# imem_arbiter_flat

**imem_arbiter_flat: sizing map**

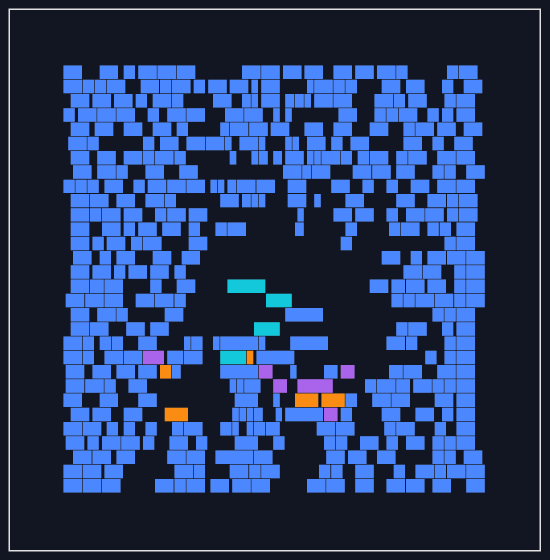
**imem_arbiter_flat: metal 3**

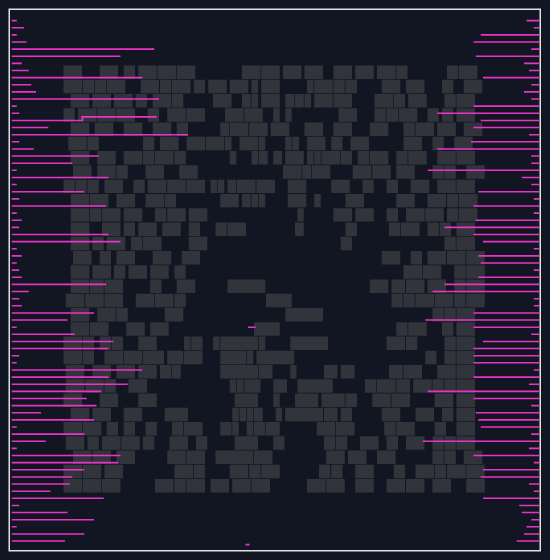
--- src/rtl/imem_pkg.sv ---
// Shared types and helpers for the instruction-memory arbiter.
package imem_pkg;

  typedef enum logic [1:0] {
    OWN_NONE,
    OWN_FETCH,
    OWN_LD
  } owner_e;

  localparam logic [31:0] NOP_INSTR = 32'h0000_0013;

  // A byte address faults when misaligned or above the 2**addr_w word window.
  function automatic logic addr_fault(input logic [31:0] addr, input int unsigned addr_w);
    logic [31:0] hi;
    hi = addr >> (addr_w + 2);
    return (addr[1:0] != 2'b00) || (hi != 32'd0);
  endfunction

endpackage

--- src/rtl/imem_arbiter_if.sv ---
// Fetch, loader and BRAM signals of the instruction-memory arbiter.
interface imem_arbiter_if #(
  parameter int ADDR_W = 10
);
  logic              fetch_req_valid;
  logic              fetch_req_ready;
  logic [31:0]       fetch_addr;
  logic              fetch_rsp_valid;
  logic [31:0]       fetch_rsp_data;
  logic              fetch_rsp_err;

  logic              ld_req_valid;
  logic              ld_req_ready;
  logic              ld_we;
  logic [31:0]       ld_addr;
  logic [31:0]       ld_wdata;
  logic [3:0]        ld_wstrb;
  logic              ld_lock;
  logic              ld_rsp_valid;
  logic [31:0]       ld_rsp_data;
  logic              ld_rsp_err;

  logic              mem_en;
  logic [3:0]        mem_we;
  logic [ADDR_W-1:0] mem_addr;
  logic [31:0]       mem_wdata;
  logic [31:0]       mem_rdata;

  // Requesters plus the BRAM itself form the surrounding environment.
  modport master (
    output fetch_req_valid, fetch_addr,
    output ld_req_valid, ld_we, ld_addr, ld_wdata, ld_wstrb, ld_lock,
    output mem_rdata,
    input  fetch_req_ready, fetch_rsp_valid, fetch_rsp_data, fetch_rsp_err,
    input  ld_req_ready, ld_rsp_valid, ld_rsp_data, ld_rsp_err,
    input  mem_en, mem_we, mem_addr, mem_wdata
  );

  modport slave (
    input  fetch_req_valid, fetch_addr,
    input  ld_req_valid, ld_we, ld_addr, ld_wdata, ld_wstrb, ld_lock,
    input  mem_rdata,
    output fetch_req_ready, fetch_rsp_valid, fetch_rsp_data, fetch_rsp_err,
    output ld_req_ready, ld_rsp_valid, ld_rsp_data, ld_rsp_err,
    output mem_en, mem_we, mem_addr, mem_wdata
  );
endinterface

--- src/rtl/imem_arb_prio.sv ---
// Grant selection between fetch and loader with a loader starvation counter.
module imem_arb_prio #(
  parameter int STARVE_LIMIT = 4
) (
  input  logic clk,
  input  logic rst,
  input  logic fetch_valid,
  input  logic ld_valid,
  input  logic ld_lock,
  output logic grant_fetch,
  output logic grant_ld
);
  localparam int CNT_W = $clog2(STARVE_LIMIT + 1);

  logic [CNT_W-1:0] starve_cnt;
  logic             starved;

  assign starved     = (starve_cnt == CNT_W'(STARVE_LIMIT));
  assign grant_ld    = !rst && ld_valid && (ld_lock || !fetch_valid || starved);
  assign grant_fetch = !rst && fetch_valid && !ld_lock && !grant_ld;

  always_ff @(posedge clk) begin
    if (rst) begin
      starve_cnt <= '0;
    end else if (!ld_valid || grant_ld) begin
      starve_cnt <= '0;
    end else if (!starved) begin
      starve_cnt <= starve_cnt + 1'b1;
    end
  end

endmodule

--- src/rtl/imem_arbiter.sv ---
// Shares the single-port instruction BRAM between fetch and the loader/debug port.
module imem_arbiter #(
  parameter int          ADDR_W       = 10,
  parameter int          STARVE_LIMIT = 4,
  parameter logic [31:0] NOP_INSTR    = imem_pkg::NOP_INSTR
) (
  input logic           clk,
  input logic           rst,
  imem_arbiter_if.slave bus
);
  import imem_pkg::*;

  logic   grant_fetch;
  logic   grant_ld;
  logic   fault_fetch;
  logic   fault_ld;
  owner_e owner_q;
  logic   err_q;
  logic   wr_q;
  logic   fetch_live;
  logic   ld_live;

  assign fault_fetch = addr_fault(bus.fetch_addr, ADDR_W);
  assign fault_ld    = addr_fault(bus.ld_addr, ADDR_W);

  imem_arb_prio #(.STARVE_LIMIT(STARVE_LIMIT)) u_prio (
    .clk         (clk),
    .rst         (rst),
    .fetch_valid (bus.fetch_req_valid),
    .ld_valid    (bus.ld_req_valid),
    .ld_lock     (bus.ld_lock),
    .grant_fetch (grant_fetch),
    .grant_ld    (grant_ld)
  );

  assign bus.fetch_req_ready = grant_fetch;
  assign bus.ld_req_ready    = grant_ld;

  // Faulting requests are granted but never reach the BRAM.
  always_comb begin
    bus.mem_en    = 1'b0;
    bus.mem_we    = 4'b0000;
    bus.mem_addr  = '0;
    bus.mem_wdata = 32'd0;
    if (grant_ld) begin
      bus.mem_en    = !fault_ld;
      bus.mem_addr  = bus.ld_addr[ADDR_W+1:2];
      bus.mem_wdata = bus.ld_wdata;
      if (!fault_ld && bus.ld_we) begin
        bus.mem_we = bus.ld_wstrb;
      end
    end else if (grant_fetch) begin
      bus.mem_en   = !fault_fetch;
      bus.mem_addr = bus.fetch_addr[ADDR_W+1:2];
    end
  end

  always_ff @(posedge clk) begin
    if (rst) begin
      owner_q <= OWN_NONE;
      err_q   <= 1'b0;
      wr_q    <= 1'b0;
    end else if (grant_ld) begin
      owner_q <= OWN_LD;
      err_q   <= fault_ld;
      wr_q    <= bus.ld_we;
    end else if (grant_fetch) begin
      owner_q <= OWN_FETCH;
      err_q   <= fault_fetch;
      wr_q    <= 1'b0;
    end else begin
      owner_q <= OWN_NONE;
      err_q   <= 1'b0;
      wr_q    <= 1'b0;
    end
  end

  // Gating with rst drops a response whose grant preceded a reset cycle.
  assign fetch_live = !rst && (owner_q == OWN_FETCH);
  assign ld_live    = !rst && (owner_q == OWN_LD);

  assign bus.fetch_rsp_valid = fetch_live;
  assign bus.fetch_rsp_err   = fetch_live && err_q;
  assign bus.fetch_rsp_data  = !fetch_live ? 32'd0 : (err_q ? NOP_INSTR : bus.mem_rdata);

  assign bus.ld_rsp_valid = ld_live;
  assign bus.ld_rsp_err   = ld_live && err_q;
  assign bus.ld_rsp_data  = (ld_live && !err_q && !wr_q) ? bus.mem_rdata : 32'd0;

endmodule

--- src/flat_wrapper.sv ---
// flat-port wrapper written by rule: the top's interface ports become plain ports
module imem_arbiter_flat import imem_pkg::*;
#(
  parameter int          ADDR_W       = 10,
  parameter int          STARVE_LIMIT = 4,
  parameter logic [31:0] NOP_INSTR    = imem_pkg::NOP_INSTR
)
  (clk, rst, bus_fetch_req_valid, bus_fetch_addr, bus_ld_req_valid, bus_ld_we, bus_ld_addr, bus_ld_wdata, bus_ld_wstrb, bus_ld_lock, bus_mem_rdata, bus_fetch_req_ready, bus_fetch_rsp_valid, bus_fetch_rsp_data, bus_fetch_rsp_err, bus_ld_req_ready, bus_ld_rsp_valid, bus_ld_rsp_data, bus_ld_rsp_err, bus_mem_en, bus_mem_we, bus_mem_addr, bus_mem_wdata);
  imem_arbiter_if #(.ADDR_W(ADDR_W)) bus_i ();
  input logic clk;
  input logic rst;
  input wire logic [$bits(bus_i.fetch_req_valid)-1:0] bus_fetch_req_valid;
  input wire logic [$bits(bus_i.fetch_addr)-1:0] bus_fetch_addr;
  input wire logic [$bits(bus_i.ld_req_valid)-1:0] bus_ld_req_valid;
  input wire logic [$bits(bus_i.ld_we)-1:0] bus_ld_we;
  input wire logic [$bits(bus_i.ld_addr)-1:0] bus_ld_addr;
  input wire logic [$bits(bus_i.ld_wdata)-1:0] bus_ld_wdata;
  input wire logic [$bits(bus_i.ld_wstrb)-1:0] bus_ld_wstrb;
  input wire logic [$bits(bus_i.ld_lock)-1:0] bus_ld_lock;
  input wire logic [$bits(bus_i.mem_rdata)-1:0] bus_mem_rdata;
  output wire logic [$bits(bus_i.fetch_req_ready)-1:0] bus_fetch_req_ready;
  output wire logic [$bits(bus_i.fetch_rsp_valid)-1:0] bus_fetch_rsp_valid;
  output wire logic [$bits(bus_i.fetch_rsp_data)-1:0] bus_fetch_rsp_data;
  output wire logic [$bits(bus_i.fetch_rsp_err)-1:0] bus_fetch_rsp_err;
  output wire logic [$bits(bus_i.ld_req_ready)-1:0] bus_ld_req_ready;
  output wire logic [$bits(bus_i.ld_rsp_valid)-1:0] bus_ld_rsp_valid;
  output wire logic [$bits(bus_i.ld_rsp_data)-1:0] bus_ld_rsp_data;
  output wire logic [$bits(bus_i.ld_rsp_err)-1:0] bus_ld_rsp_err;
  output wire logic [$bits(bus_i.mem_en)-1:0] bus_mem_en;
  output wire logic [$bits(bus_i.mem_we)-1:0] bus_mem_we;
  output wire logic [$bits(bus_i.mem_addr)-1:0] bus_mem_addr;
  output wire logic [$bits(bus_i.mem_wdata)-1:0] bus_mem_wdata;
  assign bus_i.fetch_req_valid = bus_fetch_req_valid;
  assign bus_i.fetch_addr = bus_fetch_addr;
  assign bus_i.ld_req_valid = bus_ld_req_valid;
  assign bus_i.ld_we = bus_ld_we;
  assign bus_i.ld_addr = bus_ld_addr;
  assign bus_i.ld_wdata = bus_ld_wdata;
  assign bus_i.ld_wstrb = bus_ld_wstrb;
  assign bus_i.ld_lock = bus_ld_lock;
  assign bus_i.mem_rdata = bus_mem_rdata;
  assign bus_fetch_req_ready = bus_i.fetch_req_ready;
  assign bus_fetch_rsp_valid = bus_i.fetch_rsp_valid;
  assign bus_fetch_rsp_data = bus_i.fetch_rsp_data;
  assign bus_fetch_rsp_err = bus_i.fetch_rsp_err;
  assign bus_ld_req_ready = bus_i.ld_req_ready;
  assign bus_ld_rsp_valid = bus_i.ld_rsp_valid;
  assign bus_ld_rsp_data = bus_i.ld_rsp_data;
  assign bus_ld_rsp_err = bus_i.ld_rsp_err;
  assign bus_mem_en = bus_i.mem_en;
  assign bus_mem_we = bus_i.mem_we;
  assign bus_mem_addr = bus_i.mem_addr;
  assign bus_mem_wdata = bus_i.mem_wdata;
  imem_arbiter #(.ADDR_W(ADDR_W), .STARVE_LIMIT(STARVE_LIMIT), .NOP_INSTR(NOP_INSTR)) u_core (.clk(clk), .rst(rst), .bus(bus_i));
endmodule
--- config.mk ---
export PLATFORM = sky130hd
export DESIGN_NAME = imem_arbiter_flat
export DESIGN_NICKNAME = d
export VERILOG_FILES = /design/src/rtl/imem_pkg.sv /design/src/rtl/imem_arbiter_if.sv /design/src/rtl/imem_arb_prio.sv /design/src/rtl/imem_arbiter.sv /design/src/flat_wrapper.sv
export SDC_FILE = /design/constraint.sdc
export NUM_CORES = 1
export LEC_CHECK = 0
export CAP_MARGIN = 5
export CORE_AREA = 10 10 91 93
export DETAILED_ROUTE_END_ITERATION = 7
export DIE_AREA = 0 0 101 103
export PLACE_DENSITY_LB_ADDON = 0.2
export SLEW_MARGIN = 15
export SYNTH_ARGS = -nofsm -noshare
export SYNTH_HDL_FRONTEND = slang
export SYNTH_SLANG_ARGS = --single-unit
--- constraint.sdc ---
create_clock -name clk -period 4.5 [get_ports clk]
set_input_delay 0.9 -clock clk [delete_from_list [all_inputs] [get_ports clk]]
set_output_delay 0.9 -clock clk [all_outputs]
set_load 0.02 [all_outputs]
==> impl_metrics.env <==
# implementation run metrics
export IMPL_drc=0
export IMPL_cp_end_kind="primary output"
export IMPL_io_buffers=254
export IMPL_wl_per_cell_um=18.6
export IMPL_rsz0062_at_grt="no"
export IMPL_area_leaders="and2_1 50%, dfxtp_1 11%, nand2_1 6.6%"
export IMPL_powerDensity_nw_per_um2=103
export IMPL_whs_ps=442
export IMPL_vias_per_cell=4.24
export IMPL_status="finished, final reports clean"
export IMPL_cts_tree="built"
export IMPL_cts_setup_buffers=0
export IMPL_grt_use_met2_pct=33.0
export IMPL_drt_iter0_drc=56
export IMPL_grt_max_degree=40
export IMPL_ant_nets=0
export IMPL_tool_warnings=27
export IMPL_synth_flops=7
export IMPL_fp_util_pct=19.2
export IMPL_top_power_group="combinational logic"
export IMPL_pwr_share_clk_pct=21.5
export IMPL_ys_types=30
export IMPL_ctsHtreeMaxLevel=1
export IMPL_die_y_um=103
export IMPL_critPathLaunch="bus_fetch_addr[14]"
export IMPL_switching_power_uw=116
## Picture notes: 'sizing map' of imem_arbiter_flat
color	size	cells	share	most used
orange	_2 cells	5	1.1%	nor3b_2
cyan	_6 and larger	4	0.90%	clkbuf_8
blue	_0 and _1 cells	431	97%	clkdlybuf4s50_1
purple	_3 and _4 cells	6	1.3%	buf_4
post-route cell area: 3940 um2
area grow syn2layout: 213%
worst setup margin: 594 ps
Non-CTS buffers: 259

## Picture notes: 'metal 3' of imem_arbiter_flat
share of all routed wire	13%
nets with wire on the layer	149
wire length on this layer	1310 um
longest straight run	33.4 um
main direction	horizontal
drt total wl: 9780 um
met3 usage: 8.24%
Vias: 2228

## path summary, 6_finish.rpt
kind                                 end  slack, ps  cells past startpoint
max reg2reg                 u_core.err_q       2960                      7
min          u_core.u_prio.starve_cnt[0]        440                      1
min reg2reg  u_core.u_prio.starve_cnt[0]        440                      1
max                           bus_mem_en        590                      5
## metrics by stage
| stage | setup slack, ps | area [um2] |
|---|---|---|
| detailed placement | 582 | 3900 |
| finish | 594 | 3940 |
| CTS | 582 | 3940 |
| global placement | 587 | 3900 |
| floorplan | 1580 | 1260 |
| global route | 448 | 3940 |

# fibo_controller_flat

**fibo_controller_flat: metal 3**

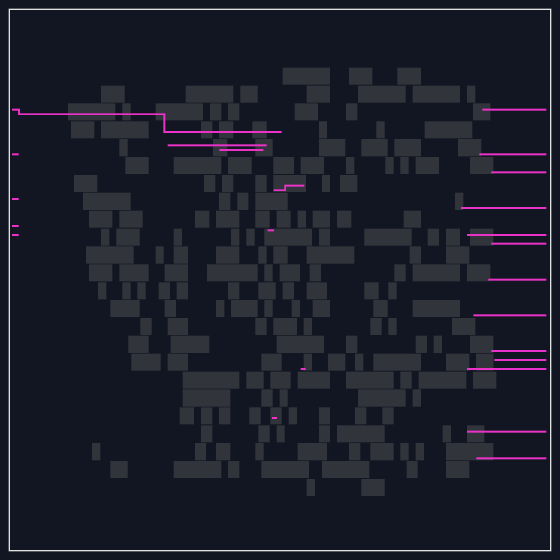
<file path="src/rtl/fibo_pkg.sv">
// Shared types and constants for the Fibonacci controller and its datapath.
package fibo_pkg;

  localparam int REG_ADDR_W = 2;

  localparam logic [2:0] OP_PASS_A = 3'b001;
  localparam logic [2:0] OP_ADD    = 3'b110;

  typedef logic [REG_ADDR_W-1:0] reg_addr_t;

  typedef enum logic [2:0] {
    IDLE,
    INIT0,
    INIT1,
    COMPUTE,
    DONE,
    ERR
  } state_t;

  typedef struct packed {
    logic      wrt_en;
    logic      load_data;
    reg_addr_t wrt_addr;
    reg_addr_t rd_addr1;
    reg_addr_t rd_addr2;
    logic [2:0] alu_opcode;
  } ctrl_t;

  // Datapath idles presenting register addr on the data bus.
  function automatic ctrl_t park(input reg_addr_t addr);
    ctrl_t c;
    c            = '0;
    c.rd_addr1   = addr;
    c.alu_opcode = OP_PASS_A;
    return c;
  endfunction

  function automatic ctrl_t load_reg(input reg_addr_t addr);
    ctrl_t c;
    c            = '0;
    c.wrt_en     = 1'b1;
    c.load_data  = 1'b1;
    c.wrt_addr   = addr;
    c.alu_opcode = OP_PASS_A;
    return c;
  endfunction

  // Rotating add: reg[k+2] = reg[k+1] + reg[k], addresses wrap mod 4.
  function automatic ctrl_t add_step(input reg_addr_t k);
    ctrl_t c;
    c            = '0;
    c.wrt_en     = 1'b1;
    c.rd_addr2   = k;
    c.rd_addr1   = k + 2'd1;
    c.wrt_addr   = k + 2'd2;
    c.alu_opcode = OP_ADD;
    return c;
  endfunction

endpackage

</file>
<file path="src/rtl/fibo_if.sv">
// Control/status bundle between the Fibonacci controller (master) and
// its datapath plus requester (slave).
interface fibo_if #(parameter int SIZE = 4);
  import fibo_pkg::*;

  logic            start;
  logic [SIZE-1:0] n;
  logic            zero_flag;
  logic [SIZE-1:0] data;
  logic            wrt_en;
  logic            load_data;
  reg_addr_t       wrt_addr;
  reg_addr_t       rd_addr1;
  reg_addr_t       rd_addr2;
  logic [2:0]      alu_opcode;
  logic [SIZE-1:0] count;
  logic            busy;
  logic            done;
  logic            err;

  modport master (
    input  start, n, zero_flag, data,
    output wrt_en, load_data, wrt_addr, rd_addr1, rd_addr2, alu_opcode,
           count, busy, done, err
  );

  modport slave (
    output start, n, zero_flag, data,
    input  wrt_en, load_data, wrt_addr, rd_addr1, rd_addr2, alu_opcode,
           count, busy, done, err
  );
endinterface

</file>
<file path="src/rtl/fibo_controller.sv">
// Control FSM sequencing the Fibonacci datapath to compute term F(n).
// Optional macro FIBO_OVF_DETECT_EN: flag unsigned wrap of an ADD as an error.
module fibo_controller
  import fibo_pkg::*;
#(
  parameter int SIZE = 4
) (
  input logic   clk,
  input logic   rst_n,
  fibo_if.master bus
);

  state_t          state;
  ctrl_t           ctrl;
  logic [SIZE-1:0] count_q;
  logic [SIZE-1:0] n_q;
  logic [SIZE-1:0] k;
  reg_addr_t       last_addr;
  logic            busy_q;
  logic            done_q;
  logic            err_q;
  logic            fault;

`ifdef FIBO_OVF_DETECT_EN
  logic [SIZE-1:0] prev_a;

  // Operand A of each add is the previous sum (or the constant 1 on the first add).
  always_ff @(posedge clk) begin
    if (!rst_n)                prev_a <= '0;
    else if (state == INIT1)   prev_a <= SIZE'(1);
    else if (state == COMPUTE) prev_a <= bus.data;
  end

  assign fault = bus.zero_flag || (bus.data < prev_a);
`else
  logic unused_data;
  assign unused_data = ^bus.data;
  assign fault       = bus.zero_flag;
`endif

  always_ff @(posedge clk) begin
    if (!rst_n) begin
      state     <= IDLE;
      ctrl      <= park('0);
      count_q   <= '0;
      n_q       <= '0;
      k         <= '0;
      last_addr <= '0;
      busy_q    <= 1'b0;
      done_q    <= 1'b0;
      err_q     <= 1'b0;
    end else begin
      // NOTE: outputs are loaded for the destination state, so each branch
      // sets the controls the datapath must see during the next cycle.
      done_q <= 1'b0;
      case (state)
        IDLE: begin
          if (bus.start) begin
            n_q     <= bus.n;
            err_q   <= 1'b0;
            busy_q  <= 1'b1;
            count_q <= SIZE'(1);
            ctrl    <= load_reg(2'd0);
            state   <= INIT0;
          end
        end
        INIT0: begin
          count_q <= SIZE'(1);
          ctrl    <= load_reg(2'd1);
          state   <= INIT1;
        end
        INIT1: begin
          count_q <= '0;
          if (n_q <= SIZE'(2)) begin
            last_addr <= (n_q == '0) ? 2'd0 : 2'(n_q - SIZE'(1));
            ctrl      <= park((n_q == '0) ? 2'd0 : 2'(n_q - SIZE'(1)));
            done_q    <= 1'b1;
            state     <= DONE;
          end else begin
            k     <= '0;
            ctrl  <= add_step(2'd0);
            state <= COMPUTE;
          end
        end
        COMPUTE: begin
          if (fault) begin
            ctrl   <= park(last_addr);
            err_q  <= 1'b1;
            done_q <= 1'b1;
            state  <= ERR;
          end else if (k == n_q - SIZE'(3)) begin
            last_addr <= 2'(k) + 2'd2;
            ctrl      <= park(2'(k) + 2'd2);
            done_q    <= 1'b1;
            state     <= DONE;
          end else begin
            k    <= k + SIZE'(1);
            ctrl <= add_step(2'(k) + 2'd1);
          end
        end
        DONE, ERR: begin
          busy_q <= 1'b0;
          ctrl   <= park(last_addr);
          state  <= IDLE;
        end
        default: begin
          busy_q <= 1'b0;
          ctrl   <= park('0);
          state  <= IDLE;
        end
      endcase
    end
  end

  assign bus.wrt_en     = ctrl.wrt_en;
  assign bus.load_data  = ctrl.load_data;
  assign bus.wrt_addr   = ctrl.wrt_addr;
  assign bus.rd_addr1   = ctrl.rd_addr1;
  assign bus.rd_addr2   = ctrl.rd_addr2;
  assign bus.alu_opcode = ctrl.alu_opcode;
  assign bus.count      = count_q;
  assign bus.busy       = busy_q;
  assign bus.done       = done_q;
  assign bus.err        = err_q;

endmodule

</file>
<file path="src/flat_wrapper.sv">
// flat-port wrapper written by rule: the top's interface ports become plain ports
module fibo_controller_flat import fibo_pkg::*;
#(
  parameter int SIZE = 4
)
  (clk, rst_n, bus_start, bus_n, bus_zero_flag, bus_data, bus_wrt_en, bus_load_data, bus_wrt_addr, bus_rd_addr1, bus_rd_addr2, bus_alu_opcode, bus_count, bus_busy, bus_done, bus_err);
  fibo_if #(.SIZE(SIZE)) bus_i ();
  input logic clk;
  input logic rst_n;
  input wire logic [$bits(bus_i.start)-1:0] bus_start;
  input wire logic [$bits(bus_i.n)-1:0] bus_n;
  input wire logic [$bits(bus_i.zero_flag)-1:0] bus_zero_flag;
  input wire logic [$bits(bus_i.data)-1:0] bus_data;
  output wire logic [$bits(bus_i.wrt_en)-1:0] bus_wrt_en;
  output wire logic [$bits(bus_i.load_data)-1:0] bus_load_data;
  output wire logic [$bits(bus_i.wrt_addr)-1:0] bus_wrt_addr;
  output wire logic [$bits(bus_i.rd_addr1)-1:0] bus_rd_addr1;
  output wire logic [$bits(bus_i.rd_addr2)-1:0] bus_rd_addr2;
  output wire logic [$bits(bus_i.alu_opcode)-1:0] bus_alu_opcode;
  output wire logic [$bits(bus_i.count)-1:0] bus_count;
  output wire logic [$bits(bus_i.busy)-1:0] bus_busy;
  output wire logic [$bits(bus_i.done)-1:0] bus_done;
  output wire logic [$bits(bus_i.err)-1:0] bus_err;
  assign bus_i.start = bus_start;
  assign bus_i.n = bus_n;
  assign bus_i.zero_flag = bus_zero_flag;
  assign bus_i.data = bus_data;
  assign bus_wrt_en = bus_i.wrt_en;
  assign bus_load_data = bus_i.load_data;
  assign bus_wrt_addr = bus_i.wrt_addr;
  assign bus_rd_addr1 = bus_i.rd_addr1;
  assign bus_rd_addr2 = bus_i.rd_addr2;
  assign bus_alu_opcode = bus_i.alu_opcode;
  assign bus_count = bus_i.count;
  assign bus_busy = bus_i.busy;
  assign bus_done = bus_i.done;
  assign bus_err = bus_i.err;
  fibo_controller #(.SIZE(SIZE)) u_core (.clk(clk), .rst_n(rst_n), .bus(bus_i));
endmodule
</file>
<file path="config.mk">
export PLATFORM = sky130hd
export DESIGN_NAME = fibo_controller_flat
export DESIGN_NICKNAME = d
export VERILOG_FILES = /design/src/rtl/fibo_pkg.sv /design/src/rtl/fibo_if.sv /design/src/rtl/fibo_controller.sv /design/src/flat_wrapper.sv
export SDC_FILE = /design/constraint.sdc
export NUM_CORES = 1
export LEC_CHECK = 0
export CELL_PAD_IN_SITES_DETAIL_PLACEMENT = 1
export CELL_PAD_IN_SITES_GLOBAL_PLACEMENT = 2
export CORE_MARGIN = 8
export CORE_UTILIZATION = 32
export DETAILED_ROUTE_END_ITERATION = 6
export GPL_TIMING_DRIVEN = 0
export MAX_ROUTING_LAYER = met4
export PLACE_DENSITY_LB_ADDON = 0.2
export SETUP_SLACK_MARGIN = 0.2
export SYNTH_ARGS = -nofsm -noshare
export SYNTH_HDL_FRONTEND = slang
export SYNTH_SLANG_ARGS = --single-unit
</file>
<file path="constraint.sdc">
create_clock -name clk -period 5.3 [get_ports clk]
set_clock_uncertainty 0.2 [all_clocks]
set_input_delay 1.59 -clock clk [delete_from_list [all_inputs] [get_ports clk]]
set_output_delay 1.59 -clock clk [all_outputs]
set_load 0.005 [all_outputs]
</file>
==> impl_metrics.env <==
# implementation run metrics
export IMPL_status="finished, final reports clean"
export IMPL_cts_buffers=3
export IMPL_layout_drive_gt1_share_pct=10.7
export IMPL_grt_use_met2_pct=21.1
export IMPL_cts_tree="built"
export IMPL_top_area_share_pct=38.6
export IMPL_highest_layer="met4"
export IMPL_whs_ps=268
export IMPL_synth_flops=27
export IMPL_finalSetupViolations=0
export IMPL_area_leaders="dfxtp_1 39%, a21oi_1 5.7%, mux2i_1 4.3%"
export IMPL_finalPower_uw=451
export IMPL_die_w_um=82.1
export IMPL_synthAdderAreaFrac_pct=3.57
export IMPL_io_buffers=20
export IMPL_grt_use_total_pct=12.6
export IMPL_ff_type="dfxtp_1"
export IMPL_yosysMostFrequentCell="dfxtp_1"
export IMPL_seq_area_um2=541
export IMPL_yosysTopAreaCell="dfxtp_1"
export IMPL_cts_hold_buf=0
export IMPL_cts_resized=0
export IMPL_preCtsSetupSlack_ps=1920
Notes on 'metal 3' of fibo_controller_flat above:
share of all routed wire	5.3%
longest straight run	22.1 um
nets with wire on the layer	22
wire length on this layer	203 um
main direction	horizontal
met3 usage: 2.06%
Vias: 1241
drt total wl: 3810 um

## where the power goes
part           internal [mW]  switching, mW
logic                 0.0487         0.0583
clock network         0.0528         0.0674
registers              0.215        0.00904
## registers in the layout, summed over array words and instances (netlist names), 2 cells and up
signal / count
u_core.state: 3
u_core.n_q: 4
u_core.bus.rd_addr1: 2
u_core.bus.alu_opcode: 2
u_core.last_addr: 2
u_core.k: 4
u_core.bus.wrt_addr: 2
u_core.bus.rd_addr2: 2

# lcd_text_arbiter_flat

**lcd_text_arbiter_flat: sizing map**

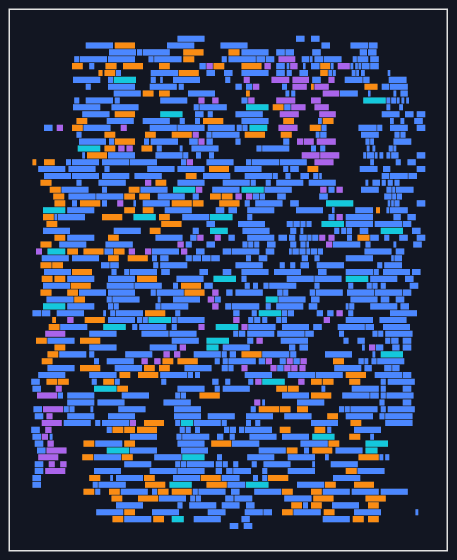
**lcd_text_arbiter_flat: routed clock nets over the placement**

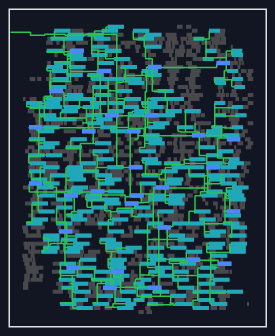
`src/rtl/lcd_text_arbiter_if.sv`:
```
// Write-request bundle shared by the two LCD text buffer requesters (CPU MMIO, debug writer).
// The master side drives valid/index/char and the slave side returns ready.
interface lcd_text_arbiter_if;
    logic       req0_valid;
    logic [4:0] req0_index;
    logic [7:0] req0_char;
    logic       req0_ready;
    logic       req1_valid;
    logic [4:0] req1_index;
    logic [7:0] req1_char;
    logic       req1_ready;

    modport master (
        output req0_valid, req0_index, req0_char,
        output req1_valid, req1_index, req1_char,
        input  req0_ready, req1_ready
    );

    modport slave (
        input  req0_valid, req0_index, req0_char,
        input  req1_valid, req1_index, req1_char,
        output req0_ready, req1_ready
    );
endinterface

```
`src/rtl/lcd_text_arbiter.sv`:
```
// 32x8 LCD text buffer with round-robin write arbitration between two requesters.
// Define LCD_ARB_CLEAR_EN to compile in the full-screen blanking sequencer (clear_req/clear_busy).
module lcd_text_arbiter (
    input  logic               clk,
    input  logic               reset,
    lcd_text_arbiter_if.slave  req,
    input  logic               clear_req,
    output logic               clear_busy,
    input  logic [4:0]         lcd_index,
    output logic [7:0]         lcd_char,
    output logic [15:0]        wr_count
);
    localparam logic [7:0] SPACE = 8'h20;

    logic [7:0]  cells_q [32];
    logic        last_q;         // 1: port 1 won the most recent grant
    logic [15:0] wr_count_q;
    logic [7:0]  lcd_char_q;

    logic        arb_en;
    logic        grant0;
    logic        grant1;
    logic        wr_en;
    logic [4:0]  wr_index;
    logic [7:0]  wr_char;

`ifdef LCD_ARB_CLEAR_EN
    typedef enum logic {IDLE, CLEAR} state_e;

    state_e      state_q;
    logic [4:0]  cnt_q;
    logic        clear_busy_q;

    // The clear_req cycle itself issues no grant; blanking starts on the next cycle.
    assign arb_en = (state_q == IDLE) && !clear_req;

    always_ff @(posedge clk) begin
        if (reset) begin
            state_q      <= IDLE;
            cnt_q        <= 5'd0;
            clear_busy_q <= 1'b0;
        end else begin
            case (state_q)
                IDLE: begin
                    if (clear_req) begin
                        state_q      <= CLEAR;
                        cnt_q        <= 5'd0;
                        clear_busy_q <= 1'b1;
                    end
                end
                CLEAR: begin
                    cnt_q <= cnt_q + 5'd1;
                    if (cnt_q == 5'd31) begin
                        state_q      <= IDLE;
                        clear_busy_q <= 1'b0;
                    end
                end
                default: state_q <= IDLE;
            endcase
        end
    end

    assign clear_busy = clear_busy_q;
`else
    wire unused_clear_req = clear_req;

    assign arb_en     = 1'b1;
    assign clear_busy = 1'b0;
`endif

    // NOTE: every output of a combinational block gets a default first, so no path leaves it unassigned and no latch is inferred.
    always_comb begin
        grant0 = 1'b0;
        grant1 = 1'b0;
        if (arb_en) begin
            if (req.req0_valid && (!req.req1_valid || last_q)) begin
                grant0 = 1'b1;
            end else if (req.req1_valid) begin
                grant1 = 1'b1;
            end
        end
    end

    assign req.req0_ready = grant0;
    assign req.req1_ready = grant1;

    always_comb begin
        wr_en    = grant0 | grant1;
        wr_index = grant0 ? req.req0_index : req.req1_index;
        wr_char  = grant0 ? req.req0_char  : req.req1_char;
`ifdef LCD_ARB_CLEAR_EN
        if (state_q == CLEAR) begin
            wr_en    = 1'b1;
            wr_index = cnt_q;
            wr_char  = SPACE;
        end
`endif
    end

    // NOTE: the buffer is built from flops and every cell is reset to a space, so it cannot map onto a RAM macro.
    always_ff @(posedge clk) begin
        if (reset) begin
            for (int i = 0; i < 32; i++) begin
                cells_q[i] <= SPACE;
            end
            last_q     <= 1'b1;
            wr_count_q <= 16'd0;
            lcd_char_q <= SPACE;
        end else begin
            // NOTE: non-blocking assignments make the read sample the pre-write contents on a same-cell collision.
            lcd_char_q <= cells_q[lcd_index];
            if (wr_en) begin
                cells_q[wr_index] <= wr_char;
            end
            if (grant0 || grant1) begin
                last_q     <= grant1;
                wr_count_q <= wr_count_q + 16'd1;
            end
        end
    end

    assign lcd_char = lcd_char_q;
    assign wr_count = wr_count_q;
endmodule

```
`src/flat_wrapper.sv`:
```
// flat-port wrapper written by rule: the top's interface ports become plain ports
module lcd_text_arbiter_flat 
  (clk, reset, clear_req, clear_busy, lcd_index, lcd_char, wr_count, req_req0_valid, req_req0_index, req_req0_char, req_req1_valid, req_req1_index, req_req1_char, req_req0_ready, req_req1_ready);
  lcd_text_arbiter_if req_i ();
  input  logic clk;
  input  logic reset;
  input  logic clear_req;
  output logic clear_busy;
  input  logic [4:0] lcd_index;
  output logic [7:0] lcd_char;
  output logic [15:0] wr_count;
  input wire logic [$bits(req_i.req0_valid)-1:0] req_req0_valid;
  input wire logic [$bits(req_i.req0_index)-1:0] req_req0_index;
  input wire logic [$bits(req_i.req0_char)-1:0] req_req0_char;
  input wire logic [$bits(req_i.req1_valid)-1:0] req_req1_valid;
  input wire logic [$bits(req_i.req1_index)-1:0] req_req1_index;
  input wire logic [$bits(req_i.req1_char)-1:0] req_req1_char;
  output wire logic [$bits(req_i.req0_ready)-1:0] req_req0_ready;
  output wire logic [$bits(req_i.req1_ready)-1:0] req_req1_ready;
  assign req_i.req0_valid = req_req0_valid;
  assign req_i.req0_index = req_req0_index;
  assign req_i.req0_char = req_req0_char;
  assign req_i.req1_valid = req_req1_valid;
  assign req_i.req1_index = req_req1_index;
  assign req_i.req1_char = req_req1_char;
  assign req_req0_ready = req_i.req0_ready;
  assign req_req1_ready = req_i.req1_ready;
  lcd_text_arbiter u_core (.clk(clk), .reset(reset), .req(req_i), .clear_req(clear_req), .clear_busy(clear_busy), .lcd_index(lcd_index), .lcd_char(lcd_char), .wr_count(wr_count));
endmodule
```
`config.mk`:
```
export PLATFORM = sky130hd
export DESIGN_NAME = lcd_text_arbiter_flat
export DESIGN_NICKNAME = d
export VERILOG_FILES = /design/src/rtl/lcd_text_arbiter_if.sv /design/src/rtl/lcd_text_arbiter.sv /design/src/flat_wrapper.sv
export SDC_FILE = /design/constraint.sdc
export NUM_CORES = 1
export LEC_CHECK = 0
export CAP_MARGIN = 10
export CELL_PAD_IN_SITES_DETAIL_PLACEMENT = 0
export CELL_PAD_IN_SITES_GLOBAL_PLACEMENT = 2
export CORE_AREA = 8 8 165 206
export CTS_CLUSTER_SIZE = 24
export DETAILED_ROUTE_END_ITERATION = 12
export DIE_AREA = 0 0 173 214
export PLACE_DENSITY_LB_ADDON = 0.1
export SYNTH_ARGS = -nofsm -noshare
export SYNTH_HDL_FRONTEND = slang
export SYNTH_SLANG_ARGS = --single-unit
```
`constraint.sdc`:
```
create_clock -name clk -period 5.04 [get_ports clk]
set_clock_uncertainty 0.2 [all_clocks]
set_input_delay 1.008 -clock clk [delete_from_list [all_inputs] [get_ports clk]]
set_output_delay 1.008 -clock clk [all_outputs]
set_load 0.05 [all_outputs]
```
==> impl_metrics.env <==
# implementation run metrics
export IMPL_status="finished, final reports clean"
export IMPL_ff_type="edfxtp_1"
export IMPL_grt_use_met2_pct=35.7
export IMPL_cts_root_buf="clkbuf_16"
export IMPL_cts_setup_buffers=0
export IMPL_hold_violations=0
export IMPL_logic_gate_count=554
export IMPL_powerDensity_nw_per_um2=340
export IMPL_largest_reg_flops=256
export IMPL_drc=0
export IMPL_hpwl_um=24400
export IMPL_synth_area_per_cell_um2=14.7
export IMPL_layout_top_cells="256 x edfxtp_1, 127 x nor4_1, 103 x nor4_2, 69 x buf_4, 57 x clkdlybuf4s50_1"
export IMPL_synthTopCellsByCount="256 x edfxtp_1, 127 x nor4_1, 103 x nor4_2"
export IMPL_grt_max_degree=68
export IMPL_buf_share_pct=6.96
export IMPL_seq_area_share_pct=50.2
export IMPL_whs_ps=311
About 'sizing map' of lcd_text_arbiter_flat:
color	size	cells	share	most used
blue	_0 and _1 cells	727	71%	edfxtp_1
purple	_3 and _4 cells	96	9.3%	buf_4
cyan	_6 and larger	38	3.7%	clkbuf_16
orange	_2 cells	166	16%	nor4_2
Non-CTS buffers: 129
worst setup margin: 1040 ps
post-route cell area: 16300 um2
area grow syn2layout: 12.6%

About 'routed clock nets over the placement' of lcd_text_arbiter_flat:
[cyan] flip-flops | count: 281
[blue] clock drivers | count: 29
[green] clock wires | length: 3420 um
routed clock nets	30
Clock power frac: 37.4%
Clock net power: 2.07 mW

==> through the flow <==
| stage | utilization, % | instances | setup slack, ps |
|---|---|---|---|
| floorplan | - | 985 | 1330 |
| global placement | 50.2 | 1380 | 832 |
| detailed placement | 50.2 | 1380 | 726 |
| CTS | 53.2 | 1434 | 1030 |
| global route | 53.2 | 1434 | 938 |
| finish | 53.2 | 1434 | 1040 |
==> critical path, delay by kind of cell <==
| kind | cells | cell delay (ps) |
|---|---|---|
| AOI/OAI and AO/OA | 1 | 270 |
| buffers and inverters | 2 | 1510 |

# reg_file_mp_flat

**config.mk**
```make
export PLATFORM = sky130hd
export DESIGN_NAME = reg_file_mp_flat
export DESIGN_NICKNAME = d
export VERILOG_FILES = /design/src/rtl/reg_file_pkg.sv /design/src/rtl/reg_file_mp_if.sv /design/src/rtl/reg_file_clear_seq.sv /design/src/rtl/reg_file_mp.sv /design/src/flat_wrapper.sv
export SDC_FILE = /design/constraint.sdc
export NUM_CORES = 1
export LEC_CHECK = 0
export CAP_MARGIN = 20
export CORE_ASPECT_RATIO = 0.5
export CORE_UTILIZATION = 40
export DETAILED_ROUTE_END_ITERATION = 8
export GPL_TIMING_DRIVEN = 0
export PLACE_DENSITY = 0.67
export SLEW_MARGIN = 40
export SYNTH_ARGS = -nofsm -noshare
export SYNTH_HDL_FRONTEND = slang
export SYNTH_HIERARCHICAL = 1
export SYNTH_SLANG_ARGS = --single-unit
```
**constraint.sdc**
```tcl
create_clock -name clk -period 4 [get_ports clk]
set_clock_uncertainty 0.05 [all_clocks]
set_input_delay 0.8 -clock clk [delete_from_list [all_inputs] [get_ports clk]]
set_output_delay 0.8 -clock clk [all_outputs]
set_load 0.01 [all_outputs]
```
**src/rtl/reg_file_pkg.sv**
```systemverilog
// Shared types and helpers for the multi-port register file.
// byte_merge works on a wide fixed container so any DATA_W/BYTE_W combination can share it.
package reg_file_pkg;

  localparam int BYTE_W_DEF = 8;
  localparam int MERGE_W    = 256;

  localparam logic [0:0] ST_CLEAR = 1'b0;
  localparam logic [0:0] ST_READY = 1'b1;

  typedef enum logic [0:0] {
    CLEAR = ST_CLEAR,
    READY = ST_READY
  } state_e;

  // Bit b takes new_v when the strobe of its lane (b / lane_w) is set.
  function automatic logic [MERGE_W-1:0] byte_merge(
    input logic [MERGE_W-1:0] old_v,
    input logic [MERGE_W-1:0] new_v,
    input logic [MERGE_W-1:0] strb,
    input int                 lane_w
  );
    logic [MERGE_W-1:0] res;
    res = old_v;
    for (int b = 0; b < MERGE_W; b++) begin
      if (strb[b / lane_w]) res[b] = new_v[b];
    end
    return res;
  endfunction

endpackage

```
**src/rtl/reg_file_mp_if.sv**
```systemverilog
// Request/response bundle of the multi-port register file.
interface reg_file_mp_if
  import reg_file_pkg::*;
#(
  parameter int DATA_W = 32,
  parameter int BYTE_W = BYTE_W_DEF,
  parameter int DEPTH  = 16,
  parameter int NUM_RD = 2
);
  localparam int ADDR_W = $clog2(DEPTH);
  localparam int STRB_W = DATA_W / BYTE_W;

  logic                     busy;
  logic                     drop_err;
  logic                     wr_en;
  logic [ADDR_W-1:0]        wr_addr;
  logic [DATA_W-1:0]        wr_data;
  logic [STRB_W-1:0]        wr_strb;
  logic [NUM_RD-1:0]        rd_en;
  logic [NUM_RD*ADDR_W-1:0] rd_addr;
  logic [NUM_RD*DATA_W-1:0] rd_data;
  logic [NUM_RD-1:0]        rd_valid;

  modport master (
    output wr_en, wr_addr, wr_data, wr_strb, rd_en, rd_addr,
    input  busy, drop_err, rd_data, rd_valid
  );

  modport slave (
    input  wr_en, wr_addr, wr_data, wr_strb, rd_en, rd_addr,
    output busy, drop_err, rd_data, rd_valid
  );

endinterface

```
**src/rtl/reg_file_clear_seq.sv**
```systemverilog
// Post-reset clear sequencer: sweeps a zero write over every entry, then reports ready.
module reg_file_clear_seq
  import reg_file_pkg::*;
#(
  parameter int DEPTH = 16
) (
  input  logic                     clk,
  input  logic                     rst,
  output logic                     busy,
  output logic                     clr_we,
  output logic [$clog2(DEPTH)-1:0] clr_addr
);
  localparam int ADDR_W = $clog2(DEPTH);

  state_e            state;
  logic [ADDR_W-1:0] ptr;

  always_ff @(posedge clk) begin
    if (rst) begin
      state <= CLEAR;
      ptr   <= '0;
    end else if (state == CLEAR) begin
      ptr <= ptr + 1'b1;
      if (ptr == ADDR_W'(DEPTH - 1)) state <= READY;
    end
  end

  assign busy     = (state == CLEAR);
  assign clr_we   = busy && !rst;
  assign clr_addr = ptr;

endmodule

```
**src/rtl/reg_file_mp.sv**
```systemverilog
// Multi-port register file: NUM_RD registered read ports, one byte-strobed write port,
// same-cycle write-to-read forwarding and a hardware clear sweep after reset.
module reg_file_mp
  import reg_file_pkg::*;
#(
  parameter int DATA_W = 32,
  parameter int BYTE_W = BYTE_W_DEF,
  parameter int DEPTH  = 16,
  parameter int NUM_RD = 2
) (
  input  logic          clk,
  input  logic          rst,
  reg_file_mp_if.slave  bus
);
  localparam int ADDR_W = $clog2(DEPTH);

  logic              busy;
  logic              clr_we;
  logic [ADDR_W-1:0] clr_addr;
  logic              accept;
  logic              wr_acc;
  logic              drop_q;
  logic [DATA_W-1:0] wr_merged;
  logic [DATA_W-1:0] mem [DEPTH];

  reg_file_clear_seq #(.DEPTH(DEPTH)) u_clear_seq (
    .clk      (clk),
    .rst      (rst),
    .busy     (busy),
    .clr_we   (clr_we),
    .clr_addr (clr_addr)
  );

  // Requests are only honoured once the sweep is finished and reset is low.
  assign accept = !busy && !rst;
  assign wr_acc = accept && bus.wr_en;

  always_comb begin
    wr_merged = DATA_W'(byte_merge(MERGE_W'(mem[bus.wr_addr]), MERGE_W'(bus.wr_data),
                                   MERGE_W'(bus.wr_strb), BYTE_W));
  end

  always_ff @(posedge clk) begin
    if (clr_we)      mem[clr_addr]    <= '0;
    else if (wr_acc) mem[bus.wr_addr] <= wr_merged;
  end

  always_ff @(posedge clk) begin
    if (rst)                                      drop_q <= 1'b0;
    else if (busy && (bus.wr_en || |bus.rd_en))   drop_q <= 1'b1;
  end

  assign bus.busy     = busy;
  assign bus.drop_err = drop_q;

  for (genvar p = 0; p < NUM_RD; p++) begin : g_rd
    logic [ADDR_W-1:0] addr_p0;
    logic [DATA_W-1:0] data_p0;
    logic [DATA_W-1:0] rd_data_p1;
    logic              vld_p1;

    assign addr_p0 = bus.rd_addr[p*ADDR_W +: ADDR_W];
    assign data_p0 = (wr_acc && (bus.wr_addr == addr_p0)) ? wr_merged : mem[addr_p0];

    // p0 -> p1: registered read output
    always_ff @(posedge clk) begin
      if (rst) begin
        rd_data_p1 <= '0;
        vld_p1     <= 1'b0;
      end else begin
        vld_p1 <= accept && bus.rd_en[p];
        if (accept && bus.rd_en[p]) rd_data_p1 <= data_p0;
      end
    end

    assign bus.rd_data[p*DATA_W +: DATA_W] = rd_data_p1;
    assign bus.rd_valid[p]                 = vld_p1;
  end

endmodule

```
**src/flat_wrapper.sv**
```systemverilog
// flat-port wrapper written by rule: the top's interface ports become plain ports
module reg_file_mp_flat import reg_file_pkg::*;
#(
  parameter int DATA_W = 32,
  parameter int BYTE_W = BYTE_W_DEF,
  parameter int DEPTH  = 16,
  parameter int NUM_RD = 2
)
  (clk, rst, bus_wr_en, bus_wr_addr, bus_wr_data, bus_wr_strb, bus_rd_en, bus_rd_addr, bus_busy, bus_drop_err, bus_rd_data, bus_rd_valid);
  reg_file_mp_if #(.DATA_W(DATA_W), .BYTE_W(BYTE_W), .DEPTH(DEPTH), .NUM_RD(NUM_RD)) bus_i ();
  input  logic clk;
  input  logic rst;
  input wire logic [$bits(bus_i.wr_en)-1:0] bus_wr_en;
  input wire logic [$bits(bus_i.wr_addr)-1:0] bus_wr_addr;
  input wire logic [$bits(bus_i.wr_data)-1:0] bus_wr_data;
  input wire logic [$bits(bus_i.wr_strb)-1:0] bus_wr_strb;
  input wire logic [$bits(bus_i.rd_en)-1:0] bus_rd_en;
  input wire logic [$bits(bus_i.rd_addr)-1:0] bus_rd_addr;
  output wire logic [$bits(bus_i.busy)-1:0] bus_busy;
  output wire logic [$bits(bus_i.drop_err)-1:0] bus_drop_err;
  output wire logic [$bits(bus_i.rd_data)-1:0] bus_rd_data;
  output wire logic [$bits(bus_i.rd_valid)-1:0] bus_rd_valid;
  assign bus_i.wr_en = bus_wr_en;
  assign bus_i.wr_addr = bus_wr_addr;
  assign bus_i.wr_data = bus_wr_data;
  assign bus_i.wr_strb = bus_wr_strb;
  assign bus_i.rd_en = bus_rd_en;
  assign bus_i.rd_addr = bus_rd_addr;
  assign bus_busy = bus_i.busy;
  assign bus_drop_err = bus_i.drop_err;
  assign bus_rd_data = bus_i.rd_data;
  assign bus_rd_valid = bus_i.rd_valid;
  reg_file_mp #(.DATA_W(DATA_W), .BYTE_W(BYTE_W), .DEPTH(DEPTH), .NUM_RD(NUM_RD)) u_core (.clk(clk), .rst(rst), .bus(bus_i));
endmodule
```
**reg_file_mp_flat: sizing map**

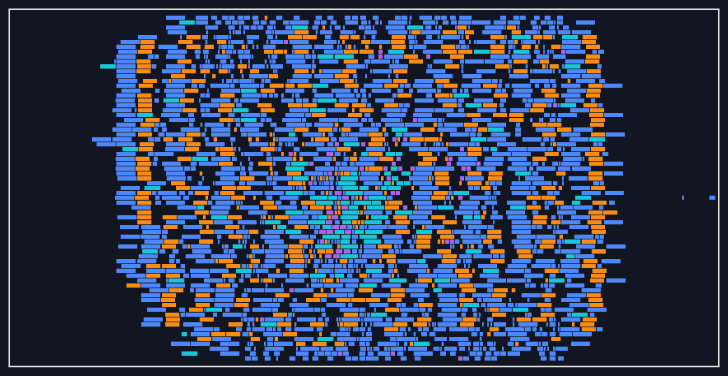
color	size	cells	share	most used
cyan	_6 and larger	127	5.8%	clkbuf_16
purple	_3 and _4 cells	59	2.7%	buf_4
blue	_0 and _1 cells	1497	68%	edfxtp_1
orange	_2 cells	511	23%	mux4_2
worst setup margin: 138 ps
Non-CTS buffers: 342
area grow syn2layout: 17.8%
post-route cell area: 36500 um2

**reg_file_mp_flat: gate families picked out**

Bar = 100 um.
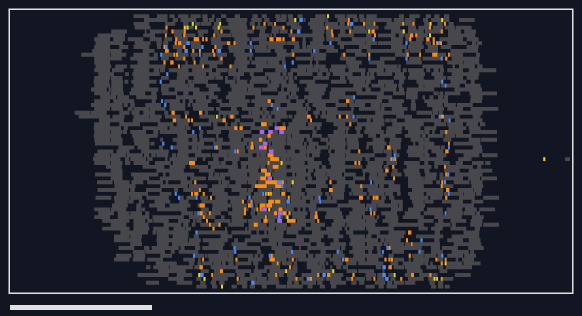
color	family	cells
yellow	inv cells	29
orange	nor cells	234
purple	xor and xnor cells	11
blue	nand cells	82
Comb/total area: 36.4%
final cell count without fillers: 3216
Commonest Layout Cell: edfxtp_1

==> impl_metrics.env <==
# implementation run metrics
export IMPL_crit_type="in -> reg"
export IMPL_p_leak_nw=12.7
export IMPL_switching_power_mw=3.41
export IMPL_ff_type="edfxtp_1"
export IMPL_fp_row_count=71
export IMPL_status="finished, final reports clean"
export IMPL_first_global_vias=22100
export IMPL_ys_top_logic_family="multiplexers"
export IMPL_top_power_group="registers"
export IMPL_synth_flops=584
export IMPL_preCtsSetupSlack_ps=-985
export IMPL_synth_chip_area_um2=31000
export IMPL_yosys_warnings=6
export IMPL_insertion_delay_ps=640
export IMPL_tool_warnings=26
export IMPL_r2r_start="u_core/u_clear_seq/state"
export IMPL_comb_power_mw=1.56
export IMPL_rrSetupSlack_ps=450
export IMPL_post_place_cells=3109
export IMPL_ctsHtreeMaxLevel=2
export IMPL_largestClassByArea="registers"
export IMPL_reg2reg_to="u_core/mem[15][16]"
export IMPL_inverters_excl_clock=29
export IMPL_finalPower_mw=13.6
**reg_file_mp_flat: metal 3**

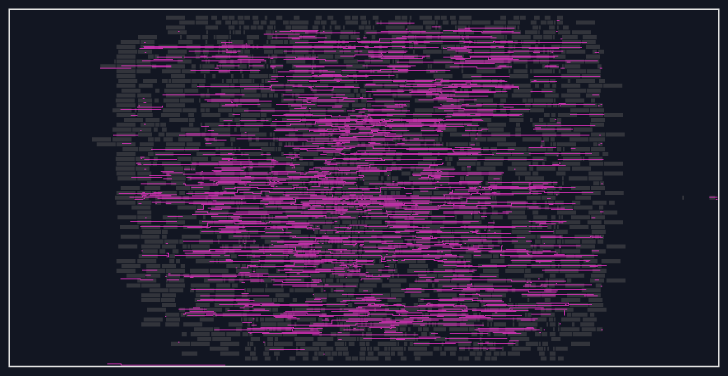
nets with wire on the layer	435
main direction	horizontal
wire length on this layer	17900 um
longest straight run	126 um
Vias: 22.5k
drt total wl: 116000 um
met3 usage: 9.40%

metal layers:
metal / track usage (%) / vias up / share of wire, %
li1: - / 8499 / -
met1: 38.1 / 11500 / 35
met2: 42.9 / 2006 / 43
met3: 9.40 / 474 / 15
met4: 16.5 / 2 / 6.3
met5: 0.985 / - / 0.062
critical path, stage by stage:
cell and delay, ps:
clkdlybuf4s50_1 710, nor2_1 420, nand2b_1 150, clkbuf_1 290
clkbuf_2 410, a31oi_2 340, nor2_4 580, buf_8 250
buf_8 170
timing repair:
item,CTS,global route
endpoints found under the setup margin,97,155
pin swaps,1,0
buffers inserted,1,0
resized,3,2
hold buffers,0,0

# sum_accum

**sum_accum: gate families picked out**

Bar = 20 um.
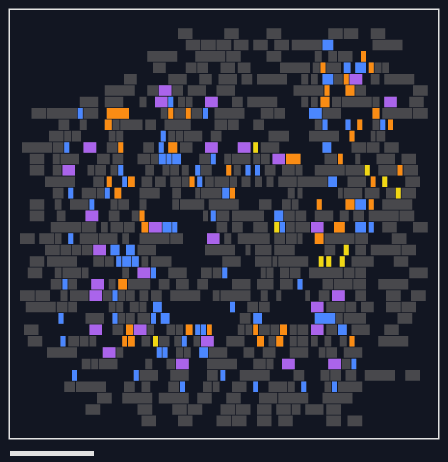
**config.mk**
```make
export PLATFORM = sky130hd
export DESIGN_NAME = sum_accum
export DESIGN_NICKNAME = d
export VERILOG_FILES = /design/src/rtl/sum_accum.sv
export SDC_FILE = /design/constraint.sdc
export NUM_CORES = 1
export LEC_CHECK = 0
export CAP_MARGIN = 15
export CORE_MARGIN = 2
export CORE_UTILIZATION = 40
export DETAILED_ROUTE_END_ITERATION = 8
export GPL_TIMING_DRIVEN = 0
export HOLD_SLACK_MARGIN = 0.03
export PLACE_DENSITY_LB_ADDON = 0.15
export SYNTH_ARGS = -nofsm -noshare
export SYNTH_HDL_FRONTEND = slang
export SYNTH_SLANG_ARGS = --single-unit
```
**constraint.sdc**
```tcl
create_clock -name i_clk -period 3.8 [get_ports i_clk]
set_input_delay 0.95 -clock i_clk [delete_from_list [all_inputs] [get_ports i_clk]]
set_output_delay 0.95 -clock i_clk [all_outputs]
set_load 0.005 [all_outputs]
```
**src/rtl/sum_accum.sv**
```systemverilog
// Frame accumulator: sums COUNT signed samples with saturation, then holds the
// result under a valid/ready handshake until the consumer takes it.
module sum_accum #(
    parameter int          WIDTH = 32,
    parameter int unsigned COUNT = 4
) (
    input  logic             i_clk,
    input  logic             i_rst,
    input  logic             i_valid,
    output logic             o_ready,
    input  logic [WIDTH-1:0] i_sum,
    output logic             o_valid,
    input  logic             i_ready,
    output logic [WIDTH-1:0] o_acc,
    output logic             o_ovf,
    output logic [7:0]       o_count
);

    localparam logic [7:0]       CountMax = 8'(COUNT);
    localparam logic [WIDTH-1:0] SatMax   = {1'b0, {(WIDTH-1){1'b1}}};
    localparam logic [WIDTH-1:0] SatMin   = {1'b1, {(WIDTH-1){1'b0}}};

    typedef enum logic [1:0] {StIdle, StAccum, StHold} state_e;

    state_e           state_q;
    logic [WIDTH-1:0] acc_q;
    logic             ovf_q;
    logic [7:0]       count_q;

    logic [WIDTH:0]   sum_ext;
    logic [WIDTH-1:0] acc_next;
    logic             sat;
    logic [7:0]       count_inc;

    // Sign-extended add; the top two bits disagree exactly when the result overflows.
    always_comb begin
        sum_ext   = {acc_q[WIDTH-1], acc_q} + {i_sum[WIDTH-1], i_sum};
        sat       = sum_ext[WIDTH] ^ sum_ext[WIDTH-1];
        acc_next  = sum_ext[WIDTH-1:0];
        if (sat) begin
            acc_next = sum_ext[WIDTH] ? SatMin : SatMax;
        end
        count_inc = count_q + 8'd1;
    end

    always_ff @(posedge i_clk) begin
        if (i_rst) begin
            state_q <= StIdle;
            acc_q   <= '0;
            ovf_q   <= 1'b0;
            count_q <= 8'd0;
        end else begin
            unique case (state_q)
                StIdle: begin
                    if (i_valid) begin
                        acc_q   <= i_sum;
                        ovf_q   <= 1'b0;
                        count_q <= 8'd1;
                        state_q <= (CountMax == 8'd1) ? StHold : StAccum;
                    end
                end
                StAccum: begin
                    if (i_valid) begin
                        acc_q   <= acc_next;
                        ovf_q   <= ovf_q | sat;
                        count_q <= count_inc;
                        if (count_inc == CountMax) begin
                            state_q <= StHold;
                        end
                    end
                end
                StHold: begin
                    // Result stays on o_acc/o_ovf after the handshake; only the count clears.
                    if (i_ready) begin
                        state_q <= StIdle;
                        count_q <= 8'd0;
                    end
                end
                default: state_q <= StIdle;
            endcase
        end
    end

    assign o_ready = ~i_rst & (state_q != StHold);
    assign o_valid = (state_q == StHold);
    assign o_acc   = acc_q;
    assign o_ovf   = ovf_q;
    assign o_count = count_q;

endmodule

```
==> impl_metrics.env <==
# implementation run metrics
export IMPL_start_kind="primary input"
export IMPL_top_power_group="combinational logic"
export IMPL_grt_use_met2_pct=36.6
export IMPL_status="finished, final reports clean"
export IMPL_hold_start="o_ovf"
export IMPL_layout_drive_gt1_share_pct=8.48
export IMPL_post_place_cells=693
export IMPL_ys_sh_mux_pct=0.519
export IMPL_simple_gate_area_share_pct=20.7
export IMPL_synth_seq_share_pct=22.3
export IMPL_synth_edff_count=0
export IMPL_fp_row_count=35
export IMPL_yosysTopAreaCell="dfxtp_1"
export IMPL_busiest_layer="met2"
export IMPL_ys_cells=486
export IMPL_finalSetupViolations=0
export IMPL_cts_tree="built"
export IMPL_max_slew_margin_pct=58.0
export IMPL_share_comb_of_total_power_pct=58.0
About 'gate families picked out' of sum_accum:
color	family	cells
yellow	inv cells	10
orange	nor cells	45
purple	xor and xnor cells	28
blue	nand cells	73
Comb/total area: 57.7%
Commonest Layout Cell: clkdlybuf4s50_1

## worst min-delay path by stage
stage | end | slack, ps | depth (start not counted)
after detailed placement | o_ovf | 480 | 2
after global placement | o_ovf | 470 | 2
after CTS | o_ovf | 500 | 2
after global routing | o_ovf | 510 | 2
after floorplan | o_count[1] | 470 | 2
final | o_ovf | 500 | 2
## what timing repair did
action | 4_1_cts | 5_1_grt
pin swaps | 2 | 12
setup buffers | 2 | 4
setup endpoints to repair | 32 | 32
cloned | 0 | 0
resized | 4 | 11


==> notes/layouts.md <==
Pictures saved along the way, in no particular order.

Routed clock nets over the placement.
picture 1
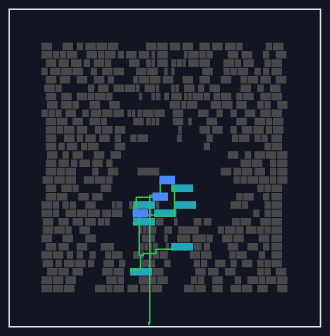
picture 2
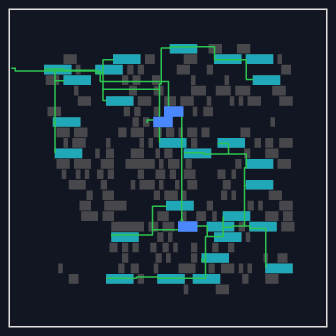
picture 3
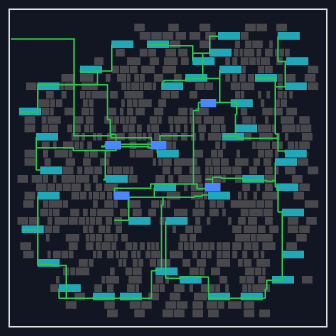
picture 4
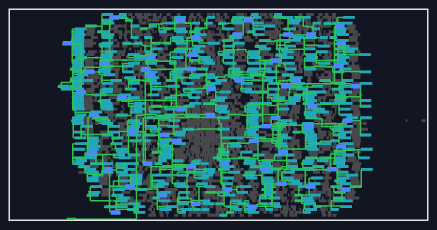
Picture 1 comes from imem_arbiter_flat.
Picture 4 comes from reg_file_mp_flat.
Picture 2 comes from fibo_controller_flat.
Picture 3 comes from sum_accum.
- most sequential cells: picture 4
- fewest sequential cells: picture 1

Key to picture 4:
[cyan] flip-flops | count: 584
[blue] clock drivers | count: 56
[green] clock wires | length: 7140 um
routed clock nets	57

No activity file was given, so power comes from the tool's default toggle rates.
